=== design 1 ===
Fig. 1: design 1, cells by drive strength
Drawn at 3 px/um.
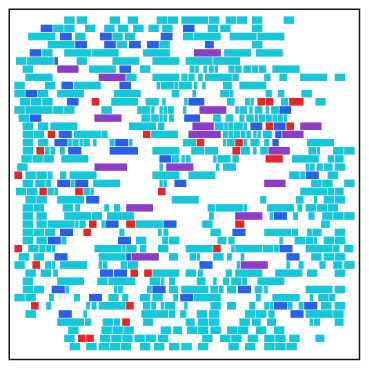

--- src/rtl/sram_arb_pkg.sv ---
// ---------------------------------------------------------------------------
// sram_arb_pkg
// Shared definitions for the SRAM slot arbiter:
//   - arb_state_t      : arbiter FSM state encoding (IDLE / ARB / ACCESS)
//   - DEF_ADDR_W/DATA_W: default SRAM address / data widths
//   - CLI_*            : fixed client slot indices used by the top level
// ---------------------------------------------------------------------------
package sram_arb_pkg;

    typedef enum logic [1:0] {
        IDLE   = 2'd0,
        ARB    = 2'd1,
        ACCESS = 2'd2
    } arb_state_t;

    localparam int DEF_ADDR_W = 20;
    localparam int DEF_DATA_W = 16;

    localparam int CLI_DELAY = 0;
    localparam int CLI_LOOP  = 1;
    localparam int CLI_SPARE = 2;

endpackage

--- src/rtl/rr_pick.sv ---
// ---------------------------------------------------------------------------
// rr_pick
// Combinational round-robin priority picker. Selects the first set bit of
// i_elig at or after position i_ptr, wrapping modulo N.
// Ports:
//   i_elig  [N-1:0]     eligible clients
//   i_ptr   [IDX_W-1:0] highest-priority position (must be < N)
//   o_gnt   [N-1:0]     one-hot pick, all zero when i_elig is empty
//   o_idx   [IDX_W-1:0] index of the pick, zero when i_elig is empty
// ---------------------------------------------------------------------------
module rr_pick #(
    parameter int N     = 3,
    parameter int IDX_W = (N > 1) ? $clog2(N) : 1
) (
    input  logic [N-1:0]     i_elig,
    input  logic [IDX_W-1:0] i_ptr,
    output logic [N-1:0]     o_gnt,
    output logic [IDX_W-1:0] o_idx
);

    logic             w_found;
    logic [IDX_W:0]   w_sum;
    logic [IDX_W-1:0] w_cand;

    // NOTE: every signal written in always_comb gets a default first so that
    // no path leaves it unassigned, which would infer a latch.
    always_comb begin
        o_gnt   = '0;
        o_idx   = '0;
        w_found = 1'b0;
        w_sum   = '0;
        w_cand  = '0;
        for (int i = 0; i < N; i++) begin
            // Candidate position ptr+i, folded back into 0..N-1.
            w_sum = {1'b0, i_ptr} + (IDX_W+1)'(i);
            if (w_sum >= (IDX_W+1)'(N)) begin
                w_sum = w_sum - (IDX_W+1)'(N);
            end
            w_cand = w_sum[IDX_W-1:0];
            if (!w_found && i_elig[w_cand]) begin
                w_found       = 1'b1;
                o_gnt[w_cand] = 1'b1;
                o_idx         = w_cand;
            end
        end
    end

endmodule

--- src/rtl/sram_slot_arbiter.sv ---
// ---------------------------------------------------------------------------
// sram_slot_arbiter
// Time-multiplexes one external SRAM among N_CLIENTS clients. Each frame
// (i_frame_start) every requesting client is served at most once, in
// round-robin order, with a fixed ACCESS_CYC-cycle access waveform.
// Ports:
//   i_clk, i_rst         clock, asynchronous active-high reset
//   i_frame_start        one-cycle pulse per sample frame
//   i_req/i_we_n         per-client request level / access type (0 = write)
//   i_addr/i_wdata       packed per-client address / write data
//   o_gnt/o_ack          one-hot current owner / one-cycle completion pulse
//   o_rdata              read data, valid with o_ack
//   o_sram_*             SRAM address, write enable, DQ drive enable/value
//   i_sram_rdata         DQ input value
//   o_busy/o_overrun     FSM not idle / sticky frame overrun
// ---------------------------------------------------------------------------
module sram_slot_arbiter
    import sram_arb_pkg::*;
#(
    parameter int N_CLIENTS  = 3,
    parameter int ADDR_W     = DEF_ADDR_W,
    parameter int DATA_W     = DEF_DATA_W,
    parameter int ACCESS_CYC = 3
) (
    input  logic                        i_clk,
    input  logic                        i_rst,
    input  logic                        i_frame_start,
    input  logic [N_CLIENTS-1:0]        i_req,
    input  logic [N_CLIENTS-1:0]        i_we_n,
    input  logic [N_CLIENTS*ADDR_W-1:0] i_addr,
    input  logic [N_CLIENTS*DATA_W-1:0] i_wdata,
    output logic [N_CLIENTS-1:0]        o_gnt,
    output logic [N_CLIENTS-1:0]        o_ack,
    output logic [DATA_W-1:0]           o_rdata,
    output logic [ADDR_W-1:0]           o_sram_addr,
    output logic                        o_sram_we_n,
    output logic                        o_sram_dq_oe,
    output logic [DATA_W-1:0]           o_sram_wdata,
    input  logic [DATA_W-1:0]           i_sram_rdata,
    output logic                        o_busy,
    output logic                        o_overrun
);

    localparam int IDX_W = (N_CLIENTS > 1) ? $clog2(N_CLIENTS) : 1;
    localparam int CNT_W = $clog2(ACCESS_CYC);

    arb_state_t             r_state;
    arb_state_t             w_state_nxt;
    logic [N_CLIENTS-1:0]   r_served;
    logic [N_CLIENTS-1:0]   w_served_nxt;
    logic [IDX_W-1:0]       r_ptr;
    logic [CNT_W-1:0]       r_cnt;
    logic [ADDR_W-1:0]      r_lat_addr;
    logic                   r_lat_we_n;
    logic [DATA_W-1:0]      r_lat_wdata;
    logic [IDX_W-1:0]       r_lat_idx;
    logic [N_CLIENTS-1:0]   r_gnt;
    logic [N_CLIENTS-1:0]   r_ack;
    logic [DATA_W-1:0]      r_rdata;
    logic                   r_overrun;

    logic [N_CLIENTS-1:0]   w_elig;
    logic [N_CLIENTS-1:0]   w_pick_gnt;
    logic [IDX_W-1:0]       w_pick_idx;
    logic                   w_in_access;
    logic                   w_last;
    logic                   w_arb_empty;
    logic                   w_write;

    assign w_elig      = i_req & ~r_served;
    assign w_in_access = (r_state == ACCESS);
    assign w_last      = w_in_access && (r_cnt == CNT_W'(ACCESS_CYC - 1));
    assign w_arb_empty = (r_state == ARB) && (w_elig == '0);
    assign w_write     = w_in_access && !r_lat_we_n;

    rr_pick #(
        .N     (N_CLIENTS),
        .IDX_W (IDX_W)
    ) u_rr_pick (
        .i_elig (w_elig),
        .i_ptr  (r_ptr),
        .o_gnt  (w_pick_gnt),
        .o_idx  (w_pick_idx)
    );

    // Next-state decode. A frame start that coincides with an empty ARB
    // re-arbitrates for the new frame instead of parking in IDLE.
    always_comb begin
        w_state_nxt = r_state;
        case (r_state)
            IDLE:    if (i_frame_start) w_state_nxt = ARB;
            ARB: begin
                if (w_elig != '0)        w_state_nxt = ACCESS;
                else if (i_frame_start)  w_state_nxt = ARB;
                else                     w_state_nxt = IDLE;
            end
            ACCESS:  if (w_last) w_state_nxt = ARB;
            default: w_state_nxt = IDLE;
        endcase
    end

    // Served mask: a frame start opens a new frame; a completing access is
    // recorded afterwards so it counts against the frame it finished in.
    always_comb begin
        w_served_nxt = i_frame_start ? '0 : r_served;
        if (w_last) begin
            w_served_nxt = w_served_nxt | r_gnt;
        end
    end

    // NOTE: sequential state uses non-blocking assignments only, so every
    // register samples the pre-edge values regardless of statement order.
    always_ff @(posedge i_clk or posedge i_rst) begin
        if (i_rst) begin
            r_state     <= IDLE;
            r_served    <= '0;
            r_ptr       <= '0;
            r_cnt       <= '0;
            r_lat_addr  <= '0;
            r_lat_we_n  <= 1'b1;
            r_lat_wdata <= '0;
            r_lat_idx   <= '0;
            r_gnt       <= '0;
            r_ack       <= '0;
            r_rdata     <= '0;
            r_overrun   <= 1'b0;
        end else begin
            r_state  <= w_state_nxt;
            r_served <= w_served_nxt;
            r_ack    <= '0;

            if (i_frame_start && (r_state != IDLE) && !w_arb_empty) begin
                r_overrun <= 1'b1;
            end

            case (r_state)
                ARB: begin
                    if (w_elig != '0) begin
                        r_lat_addr  <= i_addr[w_pick_idx*ADDR_W +: ADDR_W];
                        r_lat_wdata <= i_wdata[w_pick_idx*DATA_W +: DATA_W];
                        r_lat_we_n  <= i_we_n[w_pick_idx];
                        r_lat_idx   <= w_pick_idx;
                        r_gnt       <= w_pick_gnt;
                        r_cnt       <= '0;
                    end
                end
                ACCESS: begin
                    if (w_last) begin
                        r_ack <= r_gnt;
                        r_gnt <= '0;
                        r_ptr <= (r_lat_idx == IDX_W'(N_CLIENTS - 1))
                                 ? '0 : r_lat_idx + IDX_W'(1);
                        if (r_lat_we_n) begin
                            r_rdata <= i_sram_rdata;
                        end
                    end else begin
                        r_cnt <= r_cnt + CNT_W'(1);
                    end
                end
                default: ;
            endcase
        end
    end

    // SRAM pins decode purely from registered state, so reset forces them
    // safe immediately. WE is low only on the inner cycles of a write,
    // leaving the first and last cycle as address setup and data hold.
    assign o_sram_addr  = w_in_access ? r_lat_addr : '0;
    assign o_sram_dq_oe = w_write;
    assign o_sram_we_n  = !(w_write && (r_cnt != '0) && !w_last);
    assign o_sram_wdata = w_write ? r_lat_wdata : '0;

    assign o_gnt     = r_gnt;
    assign o_ack     = r_ack;
    assign o_rdata   = r_rdata;
    assign o_busy    = (r_state != IDLE);
    assign o_overrun = r_overrun;

endmodule

--- config.mk ---
export PLATFORM = sky130hd
export DESIGN_NAME = sram_slot_arbiter
export DESIGN_NICKNAME = d
export VERILOG_FILES = /design/src/rtl/sram_arb_pkg.sv /design/src/rtl/rr_pick.sv /design/src/rtl/sram_slot_arbiter.sv
export SDC_FILE = /design/constraint.sdc
export NUM_CORES = 1
export LEC_CHECK = 0
export CORE_UTILIZATION = 32
export CTS_CLUSTER_DIAMETER = 150
export DETAILED_ROUTE_END_ITERATION = 10
export PLACE_DENSITY = 0.61
export REMOVE_ABC_BUFFERS = 1
export SLEW_MARGIN = 20
export SYNTH_ARGS = -nofsm -noshare
export SYNTH_HDL_FRONTEND = slang
export SYNTH_SLANG_ARGS = --single-unit
--- constraint.sdc ---
create_clock -name i_clk -period 2.65 [get_ports i_clk]
set_input_delay 0.53 -clock i_clk [delete_from_list [all_inputs] [get_ports i_clk]]
set_output_delay 0.53 -clock i_clk [all_outputs]
set_load 0.03 [all_outputs]
=== design 2 ===
[src/rtl/pipe_adder.sv]
// Pipelined ripple-carry adder, one CW-bit chunk per stage, valid/ready with a global stall.
// Optional subtract mode (A + ~B + 1) is compiled in with PIPE_ADDER_SUB_EN.
module pipe_adder #(
  parameter int WIDTH  = 16,
  parameter int STAGES = 4
) (
  input  logic             clk,
  input  logic             rst_n,
  input  logic             in_valid,
  output logic             in_ready,
  input  logic [WIDTH-1:0] a,
  input  logic [WIDTH-1:0] b,
  input  logic             ci,
`ifdef PIPE_ADDER_SUB_EN
  input  logic             sub,
`endif
  output logic             out_valid,
  input  logic             out_ready,
  output logic [WIDTH-1:0] sum,
  output logic             co,
  output logic             ovf
);

  localparam int CW = (STAGES < 1) ? 1 : WIDTH / STAGES;

  generate
    if (WIDTH < 1 || STAGES < 1 || (WIDTH % STAGES) != 0) begin : g_bad_cfg
      $error("pipe_adder: WIDTH must be >= 1 and divisible by STAGES >= 1");
    end
  endgenerate

  logic [WIDTH-1:0] b_eff;
  logic             c_eff;
  logic             advance;

  // Inversion is applied on entry, so the mode needs no per-stage storage.
`ifdef PIPE_ADDER_SUB_EN
  assign b_eff = sub ? ~b : b;
  assign c_eff = sub ? 1'b1 : ci;
`else
  assign b_eff = b;
  assign c_eff = ci;
`endif

  logic [WIDTH-1:0] src_a [STAGES];
  logic [WIDTH-1:0] src_b [STAGES];
  logic [WIDTH-1:0] src_s [STAGES];
  logic             src_c [STAGES];
  logic             src_v [STAGES];

  logic [WIDTH-1:0] a_d   [STAGES];
  logic [WIDTH-1:0] a_q   [STAGES];
  logic [WIDTH-1:0] b_d   [STAGES];
  logic [WIDTH-1:0] b_q   [STAGES];
  logic [WIDTH-1:0] sum_d [STAGES];
  logic [WIDTH-1:0] sum_q [STAGES];
  logic             cy_d  [STAGES];
  logic             cy_q  [STAGES];
  logic             vld_d [STAGES];
  logic             vld_q [STAGES];
  logic             ovf_d;
  logic             ovf_q;

  always_comb begin
    src_a[0] = a;
    src_b[0] = b_eff;
    src_c[0] = c_eff;
    src_s[0] = '0;
    src_v[0] = in_valid;
    for (int k = 1; k < STAGES; k++) begin
      src_a[k] = a_q[k-1];
      src_b[k] = b_q[k-1];
      src_c[k] = cy_q[k-1];
      src_s[k] = sum_q[k-1];
      src_v[k] = vld_q[k-1];
    end
  end

  // Operands shift down by one chunk per stage, so each stage always adds the low CW bits.
  always_comb begin : stage_logic
    logic [CW:0] part;
    ovf_d = 1'b0;
    for (int k = 0; k < STAGES; k++) begin
      part = {1'b0, src_a[k][CW-1:0]} + {1'b0, src_b[k][CW-1:0]} + {{CW{1'b0}}, src_c[k]};
      vld_d[k] = src_v[k];
      cy_d[k]  = part[CW];
      sum_d[k] = src_s[k];
      sum_d[k][k*CW +: CW] = part[CW-1:0];
      a_d[k] = src_a[k] >> CW;
      b_d[k] = src_b[k] >> CW;
      if (k == STAGES - 1) begin
        ovf_d = (src_a[k][CW-1] == src_b[k][CW-1]) && (part[CW-1] != src_a[k][CW-1]);
      end
    end
  end

  always_ff @(posedge clk or negedge rst_n) begin
    if (!rst_n) begin
      for (int k = 0; k < STAGES; k++) begin
        vld_q[k] <= 1'b0;
        cy_q[k]  <= 1'b0;
        sum_q[k] <= '0;
        a_q[k]   <= '0;
        b_q[k]   <= '0;
      end
      ovf_q <= 1'b0;
    end else if (advance) begin
      for (int k = 0; k < STAGES; k++) begin
        vld_q[k] <= vld_d[k];
        cy_q[k]  <= cy_d[k];
        sum_q[k] <= sum_d[k];
        a_q[k]   <= a_d[k];
        b_q[k]   <= b_d[k];
      end
      ovf_q <= ovf_d;
    end
  end

  assign advance   = !vld_q[STAGES-1] || out_ready;
  assign in_ready  = advance;
  assign out_valid = vld_q[STAGES-1];
  assign sum       = sum_q[STAGES-1];
  assign co        = cy_q[STAGES-1];
  assign ovf       = ovf_q;

endmodule

[config.mk]
export PLATFORM = sky130hd
export DESIGN_NAME = pipe_adder
export DESIGN_NICKNAME = d
export VERILOG_FILES = /design/src/rtl/pipe_adder.sv
export SDC_FILE = /design/constraint.sdc
export NUM_CORES = 1
export LEC_CHECK = 0
export ABC_AREA = 1
export CAP_MARGIN = 5
export CORE_MARGIN = 5
export CORE_UTILIZATION = 54
export DETAILED_ROUTE_END_ITERATION = 16
export PLACE_DENSITY_LB_ADDON = 0.1
export SLEW_MARGIN = 30
export SYNTH_ARGS = -nofsm -noshare
export SYNTH_HDL_FRONTEND = slang
export SYNTH_SLANG_ARGS = --single-unit
[constraint.sdc]
create_clock -name clk -period 1.8 [get_ports clk]
set_input_delay 0.18 -clock clk [delete_from_list [all_inputs] [get_ports clk]]
set_output_delay 0.18 -clock clk [all_outputs]
set_load 0.005 [all_outputs]
=== design 3 ===
File: config.mk
export PLATFORM = sky130hd
export DESIGN_NAME = icebus_responder
export DESIGN_NICKNAME = d
export VERILOG_FILES = /design/src/rtl/icebus_pkg.sv /design/src/rtl/icebus_uart_rx.sv /design/src/rtl/icebus_responder.sv
export SDC_FILE = /design/constraint.sdc
export NUM_CORES = 1
export LEC_CHECK = 0
export CAP_MARGIN = 10
export CORE_MARGIN = 5
export CORE_UTILIZATION = 53
export CTS_CLUSTER_DIAMETER = 30
export DETAILED_ROUTE_END_ITERATION = 10
export PLACE_DENSITY = 0.75
export SETUP_SLACK_MARGIN = 0.05
export SLEW_MARGIN = 25
export SYNTH_ARGS = -nofsm -noshare
export SYNTH_HDL_FRONTEND = slang
export SYNTH_SLANG_ARGS = --single-unit
File: constraint.sdc
create_clock -name clock -period 6.6 [get_ports clock]
set_input_delay 1.32 -clock clock [delete_from_list [all_inputs] [get_ports clock]]
set_output_delay 1.32 -clock clock [all_outputs]
set_load 0.005 [all_outputs]
File: src/rtl/icebus_pkg.sv
// rtl/icebus_pkg.sv - shared constants, state types and helpers for the icebus responder
package icebus_pkg;

   localparam logic [7:0] REQ_HEADER   = 8'hA5;
   localparam logic [7:0] RSP_HEADER   = 8'h5A;
   localparam logic [7:0] BROADCAST_ID = 8'hFF;
   localparam int         REQ_LEN      = 5;
   localparam int         RSP_LEN      = 9;

   typedef enum logic [2:0] {
      P_HUNT,
      P_ID,
      P_SP_HI,
      P_SP_LO,
      P_CSUM
   } parse_state_t;

   typedef enum logic [1:0] {
      T_IDLE,
      T_TURN,
      T_PRE,
      T_SEND
   } tx_state_t;

   function automatic logic [7:0] sat_inc(input logic [7:0] v);
      return (v == 8'hFF) ? v : v + 8'd1;
   endfunction

   function automatic logic [7:0] rsp_csum(input logic [7:0] id, input logic [31:0] pos,
                                           input logic [15:0] cur);
      return RSP_HEADER ^ id ^ pos[31:24] ^ pos[23:16] ^ pos[15:8] ^ pos[7:0]
             ^ cur[15:8] ^ cur[7:0];
   endfunction

endpackage

File: src/rtl/icebus_uart_rx.sv
// rtl/icebus_uart_rx.sv - 8N1 receiver with synchroniser, start-glitch reject and enable gate
module icebus_uart_rx #(
   parameter int CLKS_PER_BIT = 25
) (
   input  logic       clock,
   input  logic       reset,
   input  logic       rx,
   input  logic       enable,
   output logic [7:0] m_tdata,
   output logic       m_tvalid,
   output logic       stop_err,
   output logic       active
);
   localparam int CW = $clog2(CLKS_PER_BIT);

   typedef enum logic [1:0] {R_IDLE, R_START, R_DATA, R_STOP} rx_state_t;

   rx_state_t      state;
   logic           rx_meta, rx_sync, rx_prev;
   logic [CW-1:0]  cnt;
   logic [2:0]     bit_idx;

   assign active = (state != R_IDLE);

   always_ff @(posedge clock or posedge reset) begin
      if (reset) begin
         rx_meta  <= 1'b1;
         rx_sync  <= 1'b1;
         rx_prev  <= 1'b1;
         state    <= R_IDLE;
         cnt      <= '0;
         bit_idx  <= '0;
         m_tdata  <= '0;
         m_tvalid <= 1'b0;
         stop_err <= 1'b0;
      end else begin
         rx_meta  <= rx;
         rx_sync  <= rx_meta;
         rx_prev  <= rx_sync;
         m_tvalid <= 1'b0;
         stop_err <= 1'b0;
         if (!enable) begin
            state <= R_IDLE;
            cnt   <= '0;
         end else begin
            case (state)
               R_IDLE: if (rx_prev && !rx_sync) begin
                  state <= R_START;
                  cnt   <= '0;
               end
               // a start bit that is high again at mid-bit was a glitch
               R_START: if (cnt == CW'(CLKS_PER_BIT / 2 - 1)) begin
                  cnt     <= '0;
                  bit_idx <= '0;
                  state   <= rx_sync ? R_IDLE : R_DATA;
               end else begin
                  cnt <= cnt + 1'b1;
               end
               R_DATA: if (cnt == CW'(CLKS_PER_BIT - 1)) begin
                  cnt     <= '0;
                  m_tdata <= {rx_sync, m_tdata[7:1]};
                  bit_idx <= bit_idx + 1'b1;
                  if (bit_idx == 3'd7) state <= R_STOP;
               end else begin
                  cnt <= cnt + 1'b1;
               end
               R_STOP: if (cnt == CW'(CLKS_PER_BIT - 1)) begin
                  cnt      <= '0;
                  state    <= R_IDLE;
                  m_tvalid <= rx_sync;
                  stop_err <= !rx_sync;
               end else begin
                  cnt <= cnt + 1'b1;
               end
               default: state <= R_IDLE;
            endcase
         end
      end
   end

endmodule

File: src/rtl/icebus_responder.sv
// rtl/icebus_responder.sv - icebus node: request parser, setpoint output and status responder
module icebus_responder #(
   parameter int         CLKS_PER_BIT    = 25,
   parameter logic [7:0] NODE_ID         = 8'h00,
   parameter int         TURNAROUND_CLKS = 50,
   parameter int         GAP_BITS        = 20
) (
   input  logic        clock,
   input  logic        reset,
   input  logic        rx,
   output logic        tx,
   output logic        tx_en,
   input  logic [31:0] position,
   input  logic [15:0] current,
   output logic [15:0] setpoint,
   output logic        setpoint_valid,
   output logic        busy,
   output logic [7:0]  crc_err_cnt,
   output logic [7:0]  frame_err_cnt
);
   import icebus_pkg::*;

   localparam int GAP_CLKS = GAP_BITS * CLKS_PER_BIT;
   localparam int GW       = $clog2(GAP_CLKS);

   logic [7:0]   rx_tdata;
   logic         rx_tvalid, rx_stop_err, rx_active;
   parse_state_t pstate;
   logic [7:0]   id_reg, sp_hi, sp_lo, csum_acc;
   logic [GW-1:0] gap_cnt;
   logic         frame_ok;

   tx_state_t    tstate;
   logic [15:0]  tcnt;
   logic [3:0]   bit_idx, byte_idx;
   logic [8:0]   shreg;
   logic [71:0]  rsp_buf;

   // rx is gated while we own the bus so our own echo is never parsed
   icebus_uart_rx #(.CLKS_PER_BIT(CLKS_PER_BIT)) u_rx (
      .clock    (clock),
      .reset    (reset),
      .rx       (rx),
      .enable   (!busy),
      .m_tdata  (rx_tdata),
      .m_tvalid (rx_tvalid),
      .stop_err (rx_stop_err),
      .active   (rx_active)
   );

   assign frame_ok = rx_tvalid && (pstate == P_CSUM) && (rx_tdata == csum_acc);

   always_ff @(posedge clock or posedge reset) begin
      if (reset) begin
         pstate         <= P_HUNT;
         id_reg         <= '0;
         sp_hi          <= '0;
         sp_lo          <= '0;
         csum_acc       <= '0;
         gap_cnt        <= '0;
         setpoint       <= '0;
         setpoint_valid <= 1'b0;
         crc_err_cnt    <= '0;
         frame_err_cnt  <= '0;
      end else begin
         setpoint_valid <= 1'b0;
         if (pstate == P_HUNT || rx_active || rx_tvalid) gap_cnt <= '0;
         else gap_cnt <= gap_cnt + 1'b1;

         if (rx_stop_err) begin
            frame_err_cnt <= sat_inc(frame_err_cnt);
            pstate        <= P_HUNT;
         end else if (rx_tvalid) begin
            csum_acc <= csum_acc ^ rx_tdata;
            case (pstate)
               P_HUNT: if (rx_tdata == REQ_HEADER) begin
                  csum_acc <= rx_tdata;
                  pstate   <= P_ID;
               end
               P_ID: begin
                  id_reg <= rx_tdata;
                  pstate <= (rx_tdata == NODE_ID || rx_tdata == BROADCAST_ID) ? P_SP_HI : P_HUNT;
               end
               P_SP_HI: begin
                  sp_hi  <= rx_tdata;
                  pstate <= P_SP_LO;
               end
               P_SP_LO: begin
                  sp_lo  <= rx_tdata;
                  pstate <= P_CSUM;
               end
               P_CSUM: begin
                  if (frame_ok) begin
                     setpoint       <= {sp_hi, sp_lo};
                     setpoint_valid <= 1'b1;
                  end else begin
                     crc_err_cnt <= sat_inc(crc_err_cnt);
                  end
                  pstate <= P_HUNT;
               end
               default: pstate <= P_HUNT;
            endcase
         end else if (pstate != P_HUNT && gap_cnt == GW'(GAP_CLKS - 1)) begin
            frame_err_cnt <= sat_inc(frame_err_cnt);
            pstate        <= P_HUNT;
         end
      end
   end

   // tx always equals the bit currently on the wire; shreg holds the rest of the byte plus stop
   always_ff @(posedge clock or posedge reset) begin
      if (reset) begin
         tstate   <= T_IDLE;
         tx       <= 1'b1;
         tx_en    <= 1'b0;
         busy     <= 1'b0;
         tcnt     <= '0;
         bit_idx  <= '0;
         byte_idx <= '0;
         shreg    <= '1;
         rsp_buf  <= '0;
      end else begin
         case (tstate)
            T_IDLE: if (frame_ok && id_reg != BROADCAST_ID) begin
               busy    <= 1'b1;
               rsp_buf <= {RSP_HEADER, NODE_ID, position, current,
                           rsp_csum(NODE_ID, position, current)};
               tcnt    <= '0;
               tstate  <= T_TURN;
            end
            T_TURN: if (tcnt == 16'(TURNAROUND_CLKS - 1)) begin
               tx_en  <= 1'b1;
               tcnt   <= '0;
               tstate <= T_PRE;
            end else begin
               tcnt <= tcnt + 1'b1;
            end
            T_PRE: if (tcnt == 16'(CLKS_PER_BIT - 1)) begin
               tcnt     <= '0;
               tx       <= 1'b0;
               shreg    <= {1'b1, rsp_buf[71:64]};
               rsp_buf  <= rsp_buf << 8;
               bit_idx  <= '0;
               byte_idx <= '0;
               tstate   <= T_SEND;
            end else begin
               tcnt <= tcnt + 1'b1;
            end
            T_SEND: if (tcnt == 16'(CLKS_PER_BIT - 1)) begin
               tcnt <= '0;
               if (bit_idx == 4'd9) begin
                  bit_idx <= '0;
                  if (byte_idx == 4'(RSP_LEN - 1)) begin
                     tx     <= 1'b1;
                     tx_en  <= 1'b0;
                     busy   <= 1'b0;
                     tstate <= T_IDLE;
                  end else begin
                     byte_idx <= byte_idx + 1'b1;
                     tx       <= 1'b0;
                     shreg    <= {1'b1, rsp_buf[71:64]};
                     rsp_buf  <= rsp_buf << 8;
                  end
               end else begin
                  bit_idx <= bit_idx + 1'b1;
                  tx      <= shreg[0];
                  shreg   <= {1'b1, shreg[8:1]};
               end
            end else begin
               tcnt <= tcnt + 1'b1;
            end
            default: tstate <= T_IDLE;
         endcase
      end
   end

endmodule

=== design 4 ===
==> src/rtl/game_board_mem_pkg.sv <==
// Shared types for the board memory: cell codes, scan FSM states and the
// helper that maps a cell code onto its bit-swapped position in the board image.
package ttt_pkg;

  typedef enum logic [1:0] {
    EMPTY   = 2'b00,
    INVALID = 2'b01,
    P2      = 2'b10,
    P1      = 2'b11
  } cell_t;

  typedef enum logic {
    ST_IDLE = 1'b0,
    ST_SCAN = 1'b1
  } scan_state_t;

  // Board image stores each cell as {code[0], code[1]}; the swap is its own inverse.
  function automatic logic [1:0] swap_cell(input logic [1:0] code);
    return {code[0], code[1]};
  endfunction

endpackage

==> src/rtl/game_board_mem_if.sv <==
// Bundle of the move-write, board-status and scan signals of game_board_mem.
// The master drives requests; the slave (the board memory) drives results.
interface game_board_mem_if #(
  parameter int N = 3
);
  localparam int C  = N * N;
  localparam int AW = $clog2(C);
  localparam int MW = $clog2(C + 1);

  logic            clear;
  logic            wr_en;
  logic [AW-1:0]   wr_addr;
  logic [1:0]      wr_state;
  logic            wr_ok;
  logic            wr_err;
  logic [2*C-1:0]  board;
  logic [MW-1:0]   move_count;
  logic            full;
  logic            empty;
  logic            scan_start;
  logic            scan_valid;
  logic [AW-1:0]   scan_addr;
  logic [1:0]      scan_cell;
  logic            scan_busy;

  modport master (
    output clear, wr_en, wr_addr, wr_state, scan_start,
    input  wr_ok, wr_err, board, move_count, full, empty,
    input  scan_valid, scan_addr, scan_cell, scan_busy
  );

  modport slave (
    input  clear, wr_en, wr_addr, wr_state, scan_start,
    output wr_ok, wr_err, board, move_count, full, empty,
    output scan_valid, scan_addr, scan_cell, scan_busy
  );

endinterface

==> src/rtl/game_board_mem_addr_dec.sv <==
// One-hot cell select from a cell index; indices at or beyond C select nothing,
// which is what makes out-of-range writes fall through to a rejection.
module board_addr_dec #(
  parameter  int C  = 9,
  localparam int AW = $clog2(C)
) (
  input  logic [AW-1:0] addr_i,
  output logic [C-1:0]  onehot_o
);

  for (genvar gi = 0; gi < C; gi++) begin : g_sel
    assign onehot_o[gi] = (addr_i == AW'(gi));
  end

endmodule

==> src/rtl/game_board_mem.sv <==
// N x N game board: write-once cells with accept/reject pulses, occupancy count,
// and a C-cycle scan that streams the live cells out one per cycle.
module game_board_mem
  import ttt_pkg::*;
#(
  parameter int N = 3  // legal range 2..8
) (
  input  logic            clk,
  input  logic            reset,
  game_board_mem_if.slave bus
);

  localparam int C  = N * N;
  localparam int AW = $clog2(C);
  localparam int MW = $clog2(C + 1);

  logic [C-1:0]  sel_onehot;
  logic [C-1:0]  occupied;
  logic [1:0]    cell_w [C];
  logic          code_ok;
  logic          target_free;
  logic          full_w;
  logic          accept;
  logic [MW-1:0] move_count_q, move_count_d;
  logic          wr_ok_q, wr_err_q;
  scan_state_t   state_q, state_d;
  logic [AW-1:0] scan_addr_q, scan_addr_d;

  board_addr_dec #(.C(C)) u_addr_dec (
    .addr_i   (bus.wr_addr),
    .onehot_o (sel_onehot)
  );

  assign code_ok     = (cell_t'(bus.wr_state) == P1) || (cell_t'(bus.wr_state) == P2);
  // An out-of-range address selects no cell, so target_free is 0 for it.
  assign target_free = |(sel_onehot & ~occupied);
  assign full_w      = (move_count_q == MW'(C));
  assign accept      = bus.wr_en & ~bus.clear & code_ok & target_free & ~full_w;

  for (genvar gi = 0; gi < C; gi++) begin : g_cell
    logic [1:0] cell_q, cell_d;

    always_comb begin
      cell_d = cell_q;
      if (bus.clear) begin
        cell_d = EMPTY;
      end else if (accept && sel_onehot[gi]) begin
        cell_d = bus.wr_state;
      end
    end

    always_ff @(posedge clk or posedge reset) begin
      if (reset) begin
        cell_q <= EMPTY;
      end else begin
        cell_q <= cell_d;
      end
    end

    assign cell_w[gi]             = cell_q;
    assign occupied[gi]           = |cell_q;
    assign bus.board[2*gi +: 2]   = swap_cell(cell_q);
  end

  always_comb begin
    move_count_d = move_count_q;
    if (bus.clear) begin
      move_count_d = '0;
    end else if (accept) begin
      move_count_d = move_count_q + MW'(1);
    end
  end

  always_ff @(posedge clk or posedge reset) begin
    if (reset) begin
      move_count_q <= '0;
      wr_ok_q      <= 1'b0;
      wr_err_q     <= 1'b0;
    end else begin
      move_count_q <= move_count_d;
      wr_ok_q      <= accept;
      wr_err_q     <= bus.wr_en & ~accept;
    end
  end

  assign bus.wr_ok      = wr_ok_q;
  assign bus.wr_err     = wr_err_q;
  assign bus.move_count = move_count_q;
  assign bus.full       = full_w;
  assign bus.empty      = (move_count_q == '0);

  always_ff @(posedge clk or posedge reset) begin
    if (reset) begin
      state_q     <= ST_IDLE;
      scan_addr_q <= '0;
    end else begin
      state_q     <= state_d;
      scan_addr_q <= scan_addr_d;
    end
  end

  // scan_start is only looked at in IDLE, so a request on the exit cycle is dropped.
  always_comb begin
    state_d     = state_q;
    scan_addr_d = scan_addr_q;
    if (bus.clear) begin
      state_d     = ST_IDLE;
      scan_addr_d = '0;
    end else begin
      case (state_q)
        ST_IDLE: begin
          if (bus.scan_start) begin
            state_d     = ST_SCAN;
            scan_addr_d = '0;
          end
        end
        ST_SCAN: begin
          if (scan_addr_q == AW'(C - 1)) begin
            state_d     = ST_IDLE;
            scan_addr_d = '0;
          end else begin
            scan_addr_d = scan_addr_q + AW'(1);
          end
        end
        default: begin
          state_d     = ST_IDLE;
          scan_addr_d = '0;
        end
      endcase
    end
  end

  always_comb begin
    bus.scan_busy  = (state_q == ST_SCAN);
    bus.scan_valid = (state_q == ST_SCAN);
    bus.scan_cell  = EMPTY;
    for (int k = 0; k < C; k++) begin
      if (scan_addr_q == AW'(k)) begin
        bus.scan_cell = cell_w[k];
      end
    end
  end

  assign bus.scan_addr = scan_addr_q;

endmodule
==> src/flat_wrapper.sv <==
// flat-port wrapper written by rule: the top's interface ports become plain ports
module game_board_mem_flat import ttt_pkg::*;
#(
  parameter int N = 3                     
)
  (clk, reset, bus_clear, bus_wr_en, bus_wr_addr, bus_wr_state, bus_scan_start, bus_wr_ok, bus_wr_err, bus_board, bus_move_count, bus_full, bus_empty, bus_scan_valid, bus_scan_addr, bus_scan_cell, bus_scan_busy);
  game_board_mem_if #(.N(N)) bus_i ();
  input  logic clk;
  input  logic reset;
  input wire logic [$bits(bus_i.clear)-1:0] bus_clear;
  input wire logic [$bits(bus_i.wr_en)-1:0] bus_wr_en;
  input wire logic [$bits(bus_i.wr_addr)-1:0] bus_wr_addr;
  input wire logic [$bits(bus_i.wr_state)-1:0] bus_wr_state;
  input wire logic [$bits(bus_i.scan_start)-1:0] bus_scan_start;
  output wire logic [$bits(bus_i.wr_ok)-1:0] bus_wr_ok;
  output wire logic [$bits(bus_i.wr_err)-1:0] bus_wr_err;
  output wire logic [$bits(bus_i.board)-1:0] bus_board;
  output wire logic [$bits(bus_i.move_count)-1:0] bus_move_count;
  output wire logic [$bits(bus_i.full)-1:0] bus_full;
  output wire logic [$bits(bus_i.empty)-1:0] bus_empty;
  output wire logic [$bits(bus_i.scan_valid)-1:0] bus_scan_valid;
  output wire logic [$bits(bus_i.scan_addr)-1:0] bus_scan_addr;
  output wire logic [$bits(bus_i.scan_cell)-1:0] bus_scan_cell;
  output wire logic [$bits(bus_i.scan_busy)-1:0] bus_scan_busy;
  assign bus_i.clear = bus_clear;
  assign bus_i.wr_en = bus_wr_en;
  assign bus_i.wr_addr = bus_wr_addr;
  assign bus_i.wr_state = bus_wr_state;
  assign bus_i.scan_start = bus_scan_start;
  assign bus_wr_ok = bus_i.wr_ok;
  assign bus_wr_err = bus_i.wr_err;
  assign bus_board = bus_i.board;
  assign bus_move_count = bus_i.move_count;
  assign bus_full = bus_i.full;
  assign bus_empty = bus_i.empty;
  assign bus_scan_valid = bus_i.scan_valid;
  assign bus_scan_addr = bus_i.scan_addr;
  assign bus_scan_cell = bus_i.scan_cell;
  assign bus_scan_busy = bus_i.scan_busy;
  game_board_mem #(.N(N)) u_core (.clk(clk), .reset(reset), .bus(bus_i));
endmodule
==> config.mk <==
export PLATFORM = sky130hd
export DESIGN_NAME = game_board_mem_flat
export DESIGN_NICKNAME = d
export VERILOG_FILES = /design/src/rtl/game_board_mem_pkg.sv /design/src/rtl/game_board_mem_if.sv /design/src/rtl/game_board_mem_addr_dec.sv /design/src/rtl/game_board_mem.sv /design/src/flat_wrapper.sv
export SDC_FILE = /design/constraint.sdc
export NUM_CORES = 1
export LEC_CHECK = 0
export ABC_AREA = 1
export CAP_MARGIN = 10
export CORE_ASPECT_RATIO = 0.6
export CORE_UTILIZATION = 49
export DETAILED_ROUTE_END_ITERATION = 10
export GPL_TIMING_DRIVEN = 1
export HOLD_SLACK_MARGIN = 0.12
export MAX_ROUTING_LAYER = met4
export PLACE_DENSITY = 0.79
export SLEW_MARGIN = 20
export SYNTH_ARGS = -nofsm -noshare
export SYNTH_HDL_FRONTEND = slang
export SYNTH_SLANG_ARGS = --single-unit
export TNS_END_PERCENT = 100
==> constraint.sdc <==
create_clock -name clk -period 1.85 [get_ports clk]
set_input_delay 0.2775 -clock clk [delete_from_list [all_inputs] [get_ports clk]]
set_output_delay 0.2775 -clock clk [all_outputs]
set_load 0.005 [all_outputs]

==> gallery <==
Wires at chosen ports, followed through buffers.
picture 1
Drawn at 3 px/um.
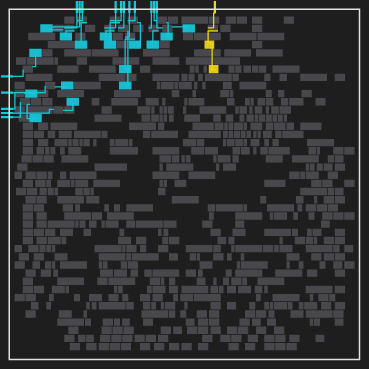
picture 2
Drawn at 4 px/um.
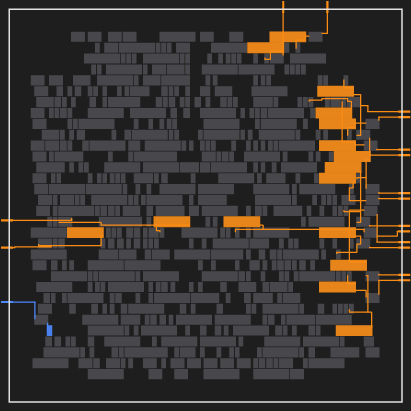
picture 3
Drawn at 6 px/um.
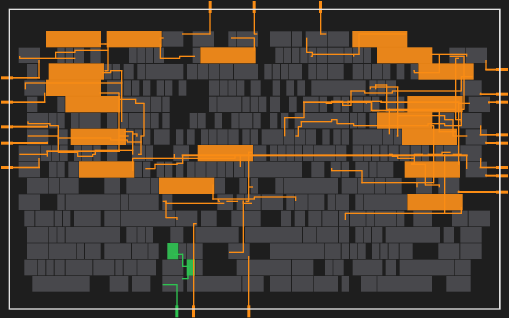
picture 4
Drawn at 2 px/um.
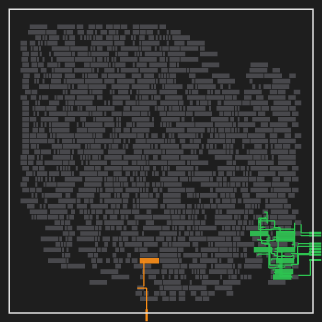
picture 2 -> design 2
picture 3 -> design 4
picture 1 -> design 1
picture 4 -> design 3
- smallest die: picture 3
- largest die: picture 4

Fig. 2: design 1, the metal 1 layer
Drawn at 4 px/um. Supply wires on this layer in grey.
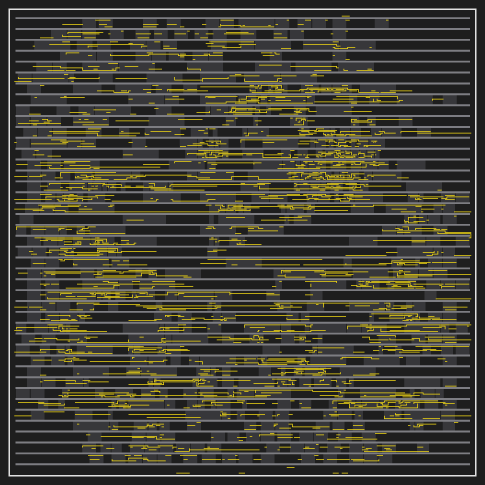
wire length on this layer: 5060 um
main direction: horizontal
drt total wl: 12100 um
met1 GRT Util: 0.228

About Fig. 1:
legend:
  drive 2:
    colour: blue
    cells: 59
    share: 9.7%
  drive 3 to 4:
    colour: red
    cells: 31
    share: 5.1%
  drive 6 and up:
    colour: purple
    cells: 17
    share: 2.8%
  drive 1 or less:
    colour: cyan
    cells: 499
    share: 82%
Signal buffers: 209
Design Area, Final: 0.00663 mm2
P&R area growth vs syn: 58.7%
Final Worst Setup Slack: 0.191 ns

==> flow_metrics.env, design 1 <==
# physical design summary
export IMPL_status="finished, final reports clean"
export IMPL_total_power_mw=6.31
export IMPL_antenna_found_initial=0
export IMPL_yosys_area_top_type="dfrtp_1"
export IMPL_postSynth_asyncResetShare=1.00
export IMPL_ys_flop_type="dfrtp_1"
export IMPL_whs_ns=0.465
export IMPL_finalClockPeriodUsage=0.928
export IMPL_dp_hpwl_um=8600
export IMPL_timing_rr_end="r_lat_wdata[10]$_DFFE_PP0N_"
export IMPL_clock_skew_ns=0.00999
export IMPL_synthTopCellsByCount="70 x dfrtp_1, 53 x nand2_1, 40 x nand3_1, 37 x and2_1, 37 x mux2i_1"
export IMPL_p_leak_nw=2.88
export IMPL_grtUsageTotal=0.189
export IMPL_clock_net_power_mw=1.29
export IMPL_synth_top_area_share=0.419
export IMPL_cts_resized=20
export IMPL_sh_seq_area=0.268
export IMPL_syn_instance_count=411
export IMPL_wl_met3_um=847
export IMPL_grt_pass1_vias=3886
export IMPL_gr_usage_met3=0.0451
export IMPL_taps=172
export IMPL_die_height_um=116
export IMPL_drt_iter0_drc=169
export IMPL_top_layer_used="met4"
export IMPL_relSlewSlack=0.550
export IMPL_path_class="reg -> out"
export IMPL_p_int_mw=3.76
export IMPL_grt_pass1_wl_um=19600
export IMPL_ys_cells=411
export IMPL_endpoint_kind="primary output"
export IMPL_inv_count=12
export IMPL_drv_cap=0
export IMPL_final_hold_viol_count=0
export IMPL_dpl_cell_area_mm2=0.00633
export IMPL_clk_share=0.0475
export IMPL_r2r_slack_ns=0.42
export IMPL_cts_tree="done"
export IMPL_clk_pin_slew_ns=0.06
export IMPL_utilization=0.523
## design 1: how the worst max path moves through the flow
stage                                       to  slack [ns]  depth (start not counted)
floorplan            r_lat_addr[0]$_DFFE_PP0N_       -1.72                          7
global placement    r_lat_addr[17]$_DFFE_PP0N_        0.15                          7
detailed placement  r_lat_addr[13]$_DFFE_PP0N_        0.11                          7
CTS                                o_sram_we_n        0.06                          5
global route                   o_sram_wdata[3]        0.04                          6
finish                        o_sram_wdata[10]        0.19                          6
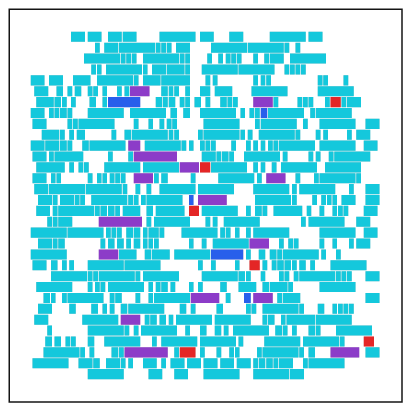
Fig. 3. Cells by drive strength (design 2).
Drawn at 4 px/um.
legend:
  drive 3 to 4:
    colour: red
    cells: 6
    share: 1.1%
  drive 6 and up:
    colour: purple
    cells: 16
    share: 3.0%
  drive 1 or less:
    colour: cyan
    cells: 501
    share: 95%
  drive 2:
    colour: blue
    cells: 5
    share: 0.95%
P&R area growth vs syn: 22.5%
Signal buffers: 63
Final Worst Setup Slack: 0.108 ns

==> flow_metrics.env, design 2 <==
# physical design summary
export IMPL_syn_cell_area_mm2=0.00417
export IMPL_utilization=0.671
export IMPL_dpl_cell_area_mm2=0.00485
export IMPL_startpoint="a_q[48]$_DFFE_PN0P_"
export IMPL_combPwrFrac=0.354
export IMPL_diodes=0
export IMPL_crit_buf_inv=1
export IMPL_core_area_mm2=0.00761
export IMPL_num_vias=3091
export IMPL_status="finished, final reports clean"
export IMPL_cellPowerDensity_mw_per_mm2=1610
export IMPL_post_route_min_period_ns=1.69
export IMPL_worst_pin_slew_ns=0.480
export IMPL_flops=97
export IMPL_dr_pass1_iters=4
export IMPL_finalWeightedCongestion=0.783
export IMPL_clockBufferCount=9
export IMPL_root_buffer="clkbuf_8"
export IMPL_p_switching_mw=2.83
export IMPL_post_place_ws_ns=0.0194
export IMPL_post_cts_buffers=0
export IMPL_synthTopCellsByCount="219 x nand2_1, 97 x dfrtp_1, 35 x inv_1, 25 x o21ai_0, 19 x nand3_1"
export IMPL_swShare=0.346
==> design 2: logic make-up after synthesis <==
logic type	count (synthesis)	synth area share
buffers and inverters	56	0.0535
and+or+nand+nor	251	0.234
AOI/OAI and AO/OA	45	0.0556
DFF	97	0.583
adders and majority gates	20	0.0745
==> design 2: routing by layer <==
metal,wire length (um),global-route usage,part of all wire
met4,132,0.0639,0.017
met2,3600,0.289,0.48
met1,3550,0.237,0.47
met3,279,0.0307,0.037
met5,0,0,0
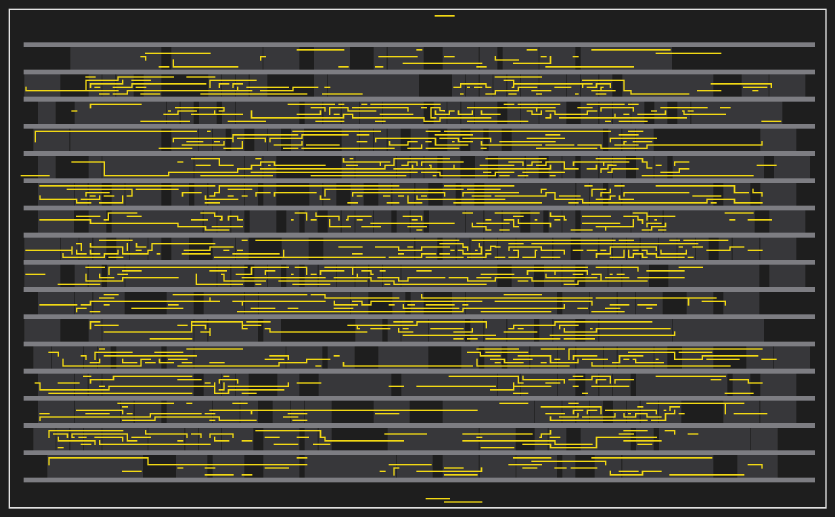
Fig. 4. The metal 1 layer (design 4).
Drawn at 10 px/um. Supply wires on this layer in grey.
wire length on this layer: 2530 um
main direction: horizontal
nets with wire on the layer: 319
met1 GRT Util: 0.440
via count: 2059
drt total wl: 5480 um

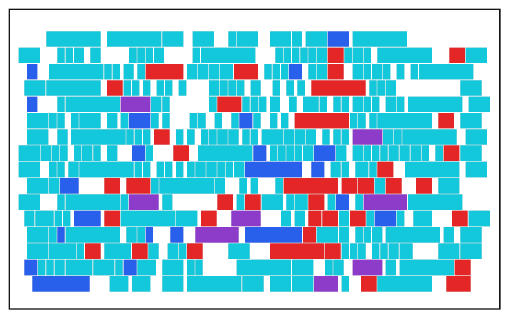
Fig. 5. Cells by drive strength (design 4).
Drawn at 6 px/um.
legend:
  drive 1 or less:
    colour: cyan
    cells: 278
    share: 80%
  drive 2:
    colour: blue
    cells: 22
    share: 6.3%
  drive 6 and up:
    colour: purple
    cells: 8
    share: 2.3%
  drive 3 to 4:
    colour: red
    cells: 39
    share: 11%
P&R area growth vs syn: 48.6%
Signal buffers: 75

==> flow_metrics.env, design 4 <==
# physical design summary
export IMPL_status="complete, but fails checks"
export IMPL_violations="setup timing"
export IMPL_largest_reg_flops=18
export IMPL_h_tree_depth=2
export IMPL_synth_top_area_share=0.390
export IMPL_p_seq_mw=0.690
export IMPL_timing_rr_end="u_core.bus.scan_addr[2]$_DFFE_PP0P_"
export IMPL_area_leaders="dfrtp_1 39%, nand2_1 15%, nand3_1 10%"
export IMPL_startpoint="u_core.bus.scan_addr[1]$_DFFE_PP0P_"
export IMPL_drv_slew=0
export IMPL_dpl_cell_area_mm2=0.00254
export IMPL_cp_slowest_cell="dfrtp_2"
export IMPL_dp_hpwl_um=3990
export IMPL_lay_top_count="nand2_1"
export IMPL_grt_pass1_wl_um=8980
export IMPL_path_max_fanout=6
export IMPL_fp_util=0.540
export IMPL_clk_path_buf_depth=2
export IMPL_ys_flop_type="dfrtp_1"
export IMPL_post_route_min_period_ns=2.05
export IMPL_total_power_mw=1.52
export IMPL_cts_resized=34
export IMPL_whs_ns=0.379
export IMPL_post_place_ws_ns=-0.355
export IMPL_final_cell_mix="69 x nand2_1, 44 x inv_1, 40 x clkdlybuf4s50_1"
export IMPL_ctsHoldBuffers=0
export IMPL_gr_usage_met3=0.0833
export IMPL_drv_cap=0
export IMPL_fin_ws_ns=-0.198
export IMPL_use_met2=0.444
export IMPL_ys_flops=29
export IMPL_tool_warnings=33
export IMPL_cts_tree="done"
export IMPL_cp_required_ns=1.57
export IMPL_pwr_share_seq=0.454
export IMPL_grt_setup_unrepaired="true"
export IMPL_yosys_area_top_type="dfrtp_1"
export IMPL_clock_net_power_mw=0.504
export IMPL_setup_viol=2
export IMPL_reg2reg_from="u_core.bus.scan_addr[0]$_DFFE_PP0P_"
export IMPL_crit_buf_inv=3
export IMPL_drt_vias_per_instance=5.25
export IMPL_ys_cells=269
design 4: kinds of logic (layout without fill, tap and decap cells):
logic type / after synthesis / after routing / synth area share
AND/OR/NAND/NOR: 151 / 151 / 0.364
buffers and inverters: 54 / 132 / 0.113
flip-flops: 29 / 29 / 0.390
AND-OR/OR-AND: 25 / 25 / 0.0713
adder cells (fa/ha/maj): 7 / 7 / 0.0471
XOR/XNOR: 3 / 3 / 0.0141
design 4: cell type report:
type,instances,area (um2)
fill,228,681
tap,45,56.3
timing repair buffer,75,689
clock buffer,8,80.1
multi-input combinational,186,1020
sequential,29,729
inverter,49,189
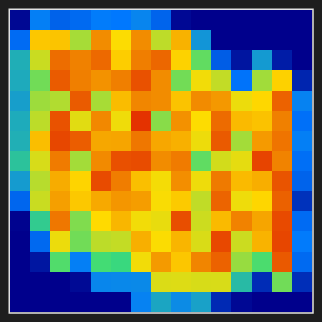
Fig. 6. Cell area per tile (design 3).
Drawn at 2 px/um. 15 x 15 tiles, from dark blue (low) to red (high), 0 to 100% covered.
mean over tiles: 56%
densest ninth of the die: centre
nearly empty tiles: 13%
tiles over 75% full: 41%
core area: 0.0195 mm2
Core Util at FP: 0.541
Final Util: 0.671

==> flow_metrics.env, design 3 <==
# physical design summary
export IMPL_busiest_layer="met2"
export IMPL_synthTopCellsByCount="215 x nand2_1, 197 x dfrtp_1, 61 x o21ai_0, 58 x xnor2_1, 54 x mux2_4"
export IMPL_dr_pass1_iters=5
export IMPL_relSlewSlack=0.402
export IMPL_fmax_mhz=270
export IMPL_largest_reg_flops=72
export IMPL_reg2reg_from="tcnt[9]$_DFFE_PP0N_"
export IMPL_ys_types=57
export IMPL_grt_pass1_vias=7976
export IMPL_post_place_ws_ns=2.92
export IMPL_finalClockPeriodUsage=0.561
export IMPL_pwr_share_clk=0.583
export IMPL_die_area_mm2=0.0229
export IMPL_grt_pass1_wl_um=38900
export IMPL_syn_cell_area_mm2=0.0106
export IMPL_dpl_cell_area_mm2=0.0116
export IMPL_top_level_ports=87
export IMPL_top_cell="nand2_1"
export IMPL_wire_per_inst_um=16.4
export IMPL_max_vdd_ir_drop_mv=0.167
export IMPL_slowest_delay_ns=0.70
export IMPL_clkSinkCount=209
export IMPL_setup_viol=0
export IMPL_holdCritStartpoint="u_rx.rx_meta$_DFF_PP1_"
export IMPL_clk_pin_slew_ns=0.05
export IMPL_post_cts_buffers=0
export IMPL_tool_warnings=37
export IMPL_status="finished, final reports clean"
export IMPL_whs_ns=0.342
export IMPL_drt_vias_per_instance=5.41
export IMPL_grt_max_degree=102
export IMPL_synth_top_area_share=0.467
export IMPL_post_route_min_period_ns=3.70
export IMPL_clock_net_power_mw=2.15
design 3: layout make-up:
type / count / area, um2
clock buffer: 48 / 1090
clock inverter: 27 / 349
fill: 1500 / 6430
inverter: 40 / 154
multi-input combinational: 707 / 4920
sequential: 209 / 5250
tap: 265 / 332
timing repair buffer: 99 / 1000
design 3: worst register-to-register path, cell delays in order, from the launching register on:
cell and delay (ns):
dfrtp_1 0.44, or4_1 0.57, or4_4 0.56, a2111oi_4 0.36, buf_4 0.70, buf_4 0.60
mux2_4 0.37


==> notes/layouts.md <==
Pictures saved along the way, in no particular order.

Cell area per tile.
Plate I
Drawn at 4 px/um. 10 x 10 tiles, from dark blue (low) to red (high), 0 to 100% covered.
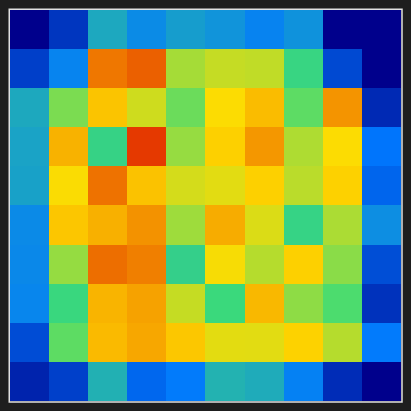
Plate II
Drawn at 6 px/um. 8 x 5 tiles, from dark blue (low) to red (high), 0 to 100% covered.
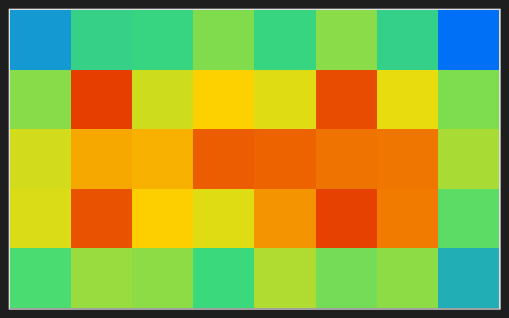
Plate III
Drawn at 3 px/um. 12 x 12 tiles, from dark blue (low) to red (high), 0 to 100% covered.
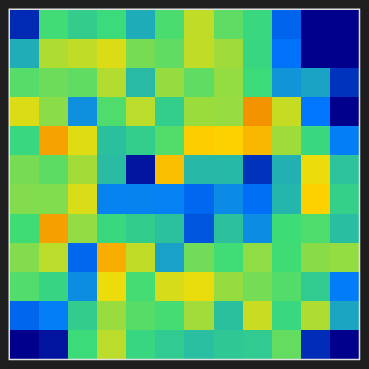
- design 4 = Plate II
- design 1 = Plate III
- design 2 = Plate I
Of these, smallest die: Plate II
Of these, highest utilization: Plate II

Key to Plate II:
mean over tiles: 67%
tiles over 75% full: 35%
fullest tile: 93%
densest ninth of the die: centre


==> screenshots <==
Placement view.
image #1
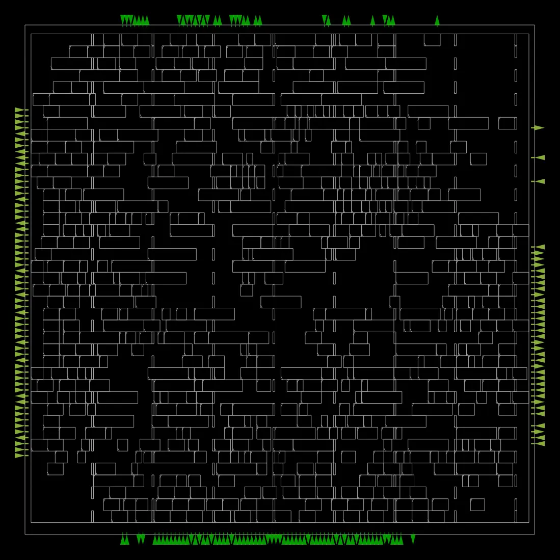
image #2
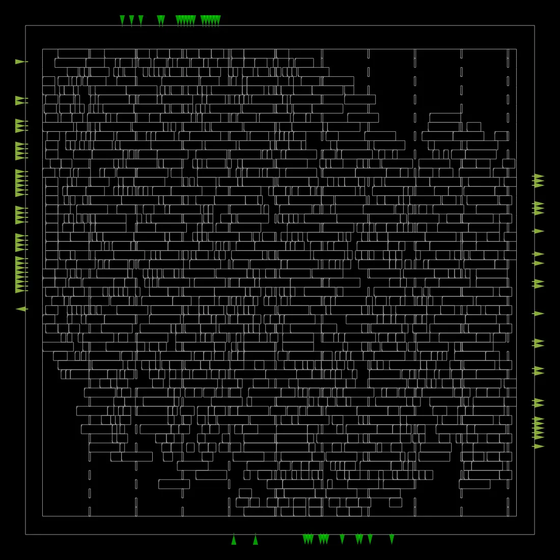
image #3
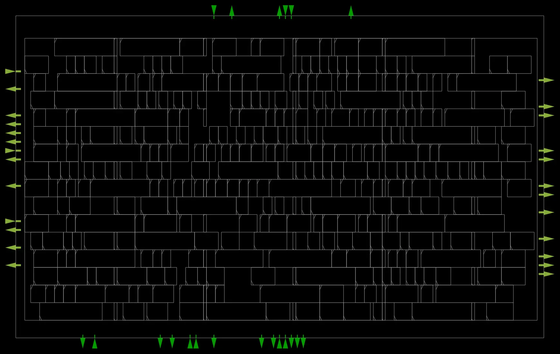
image #4
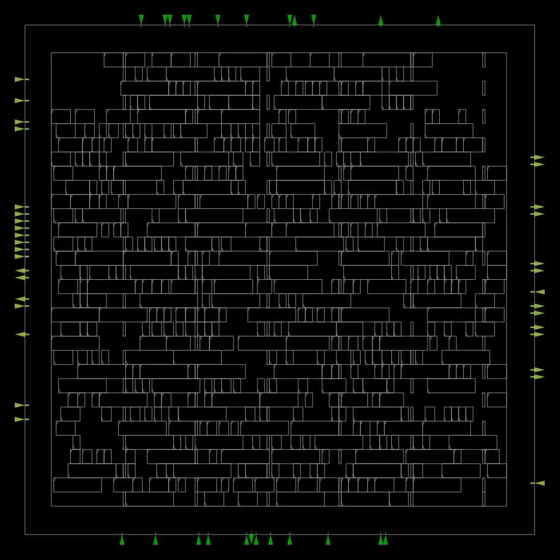
- most sequential cells: image #2
- lowest utilization: image #1
For design 3, see image #2.
For design 4, see image #3.
For design 1, see image #1.
For design 2, see image #4.

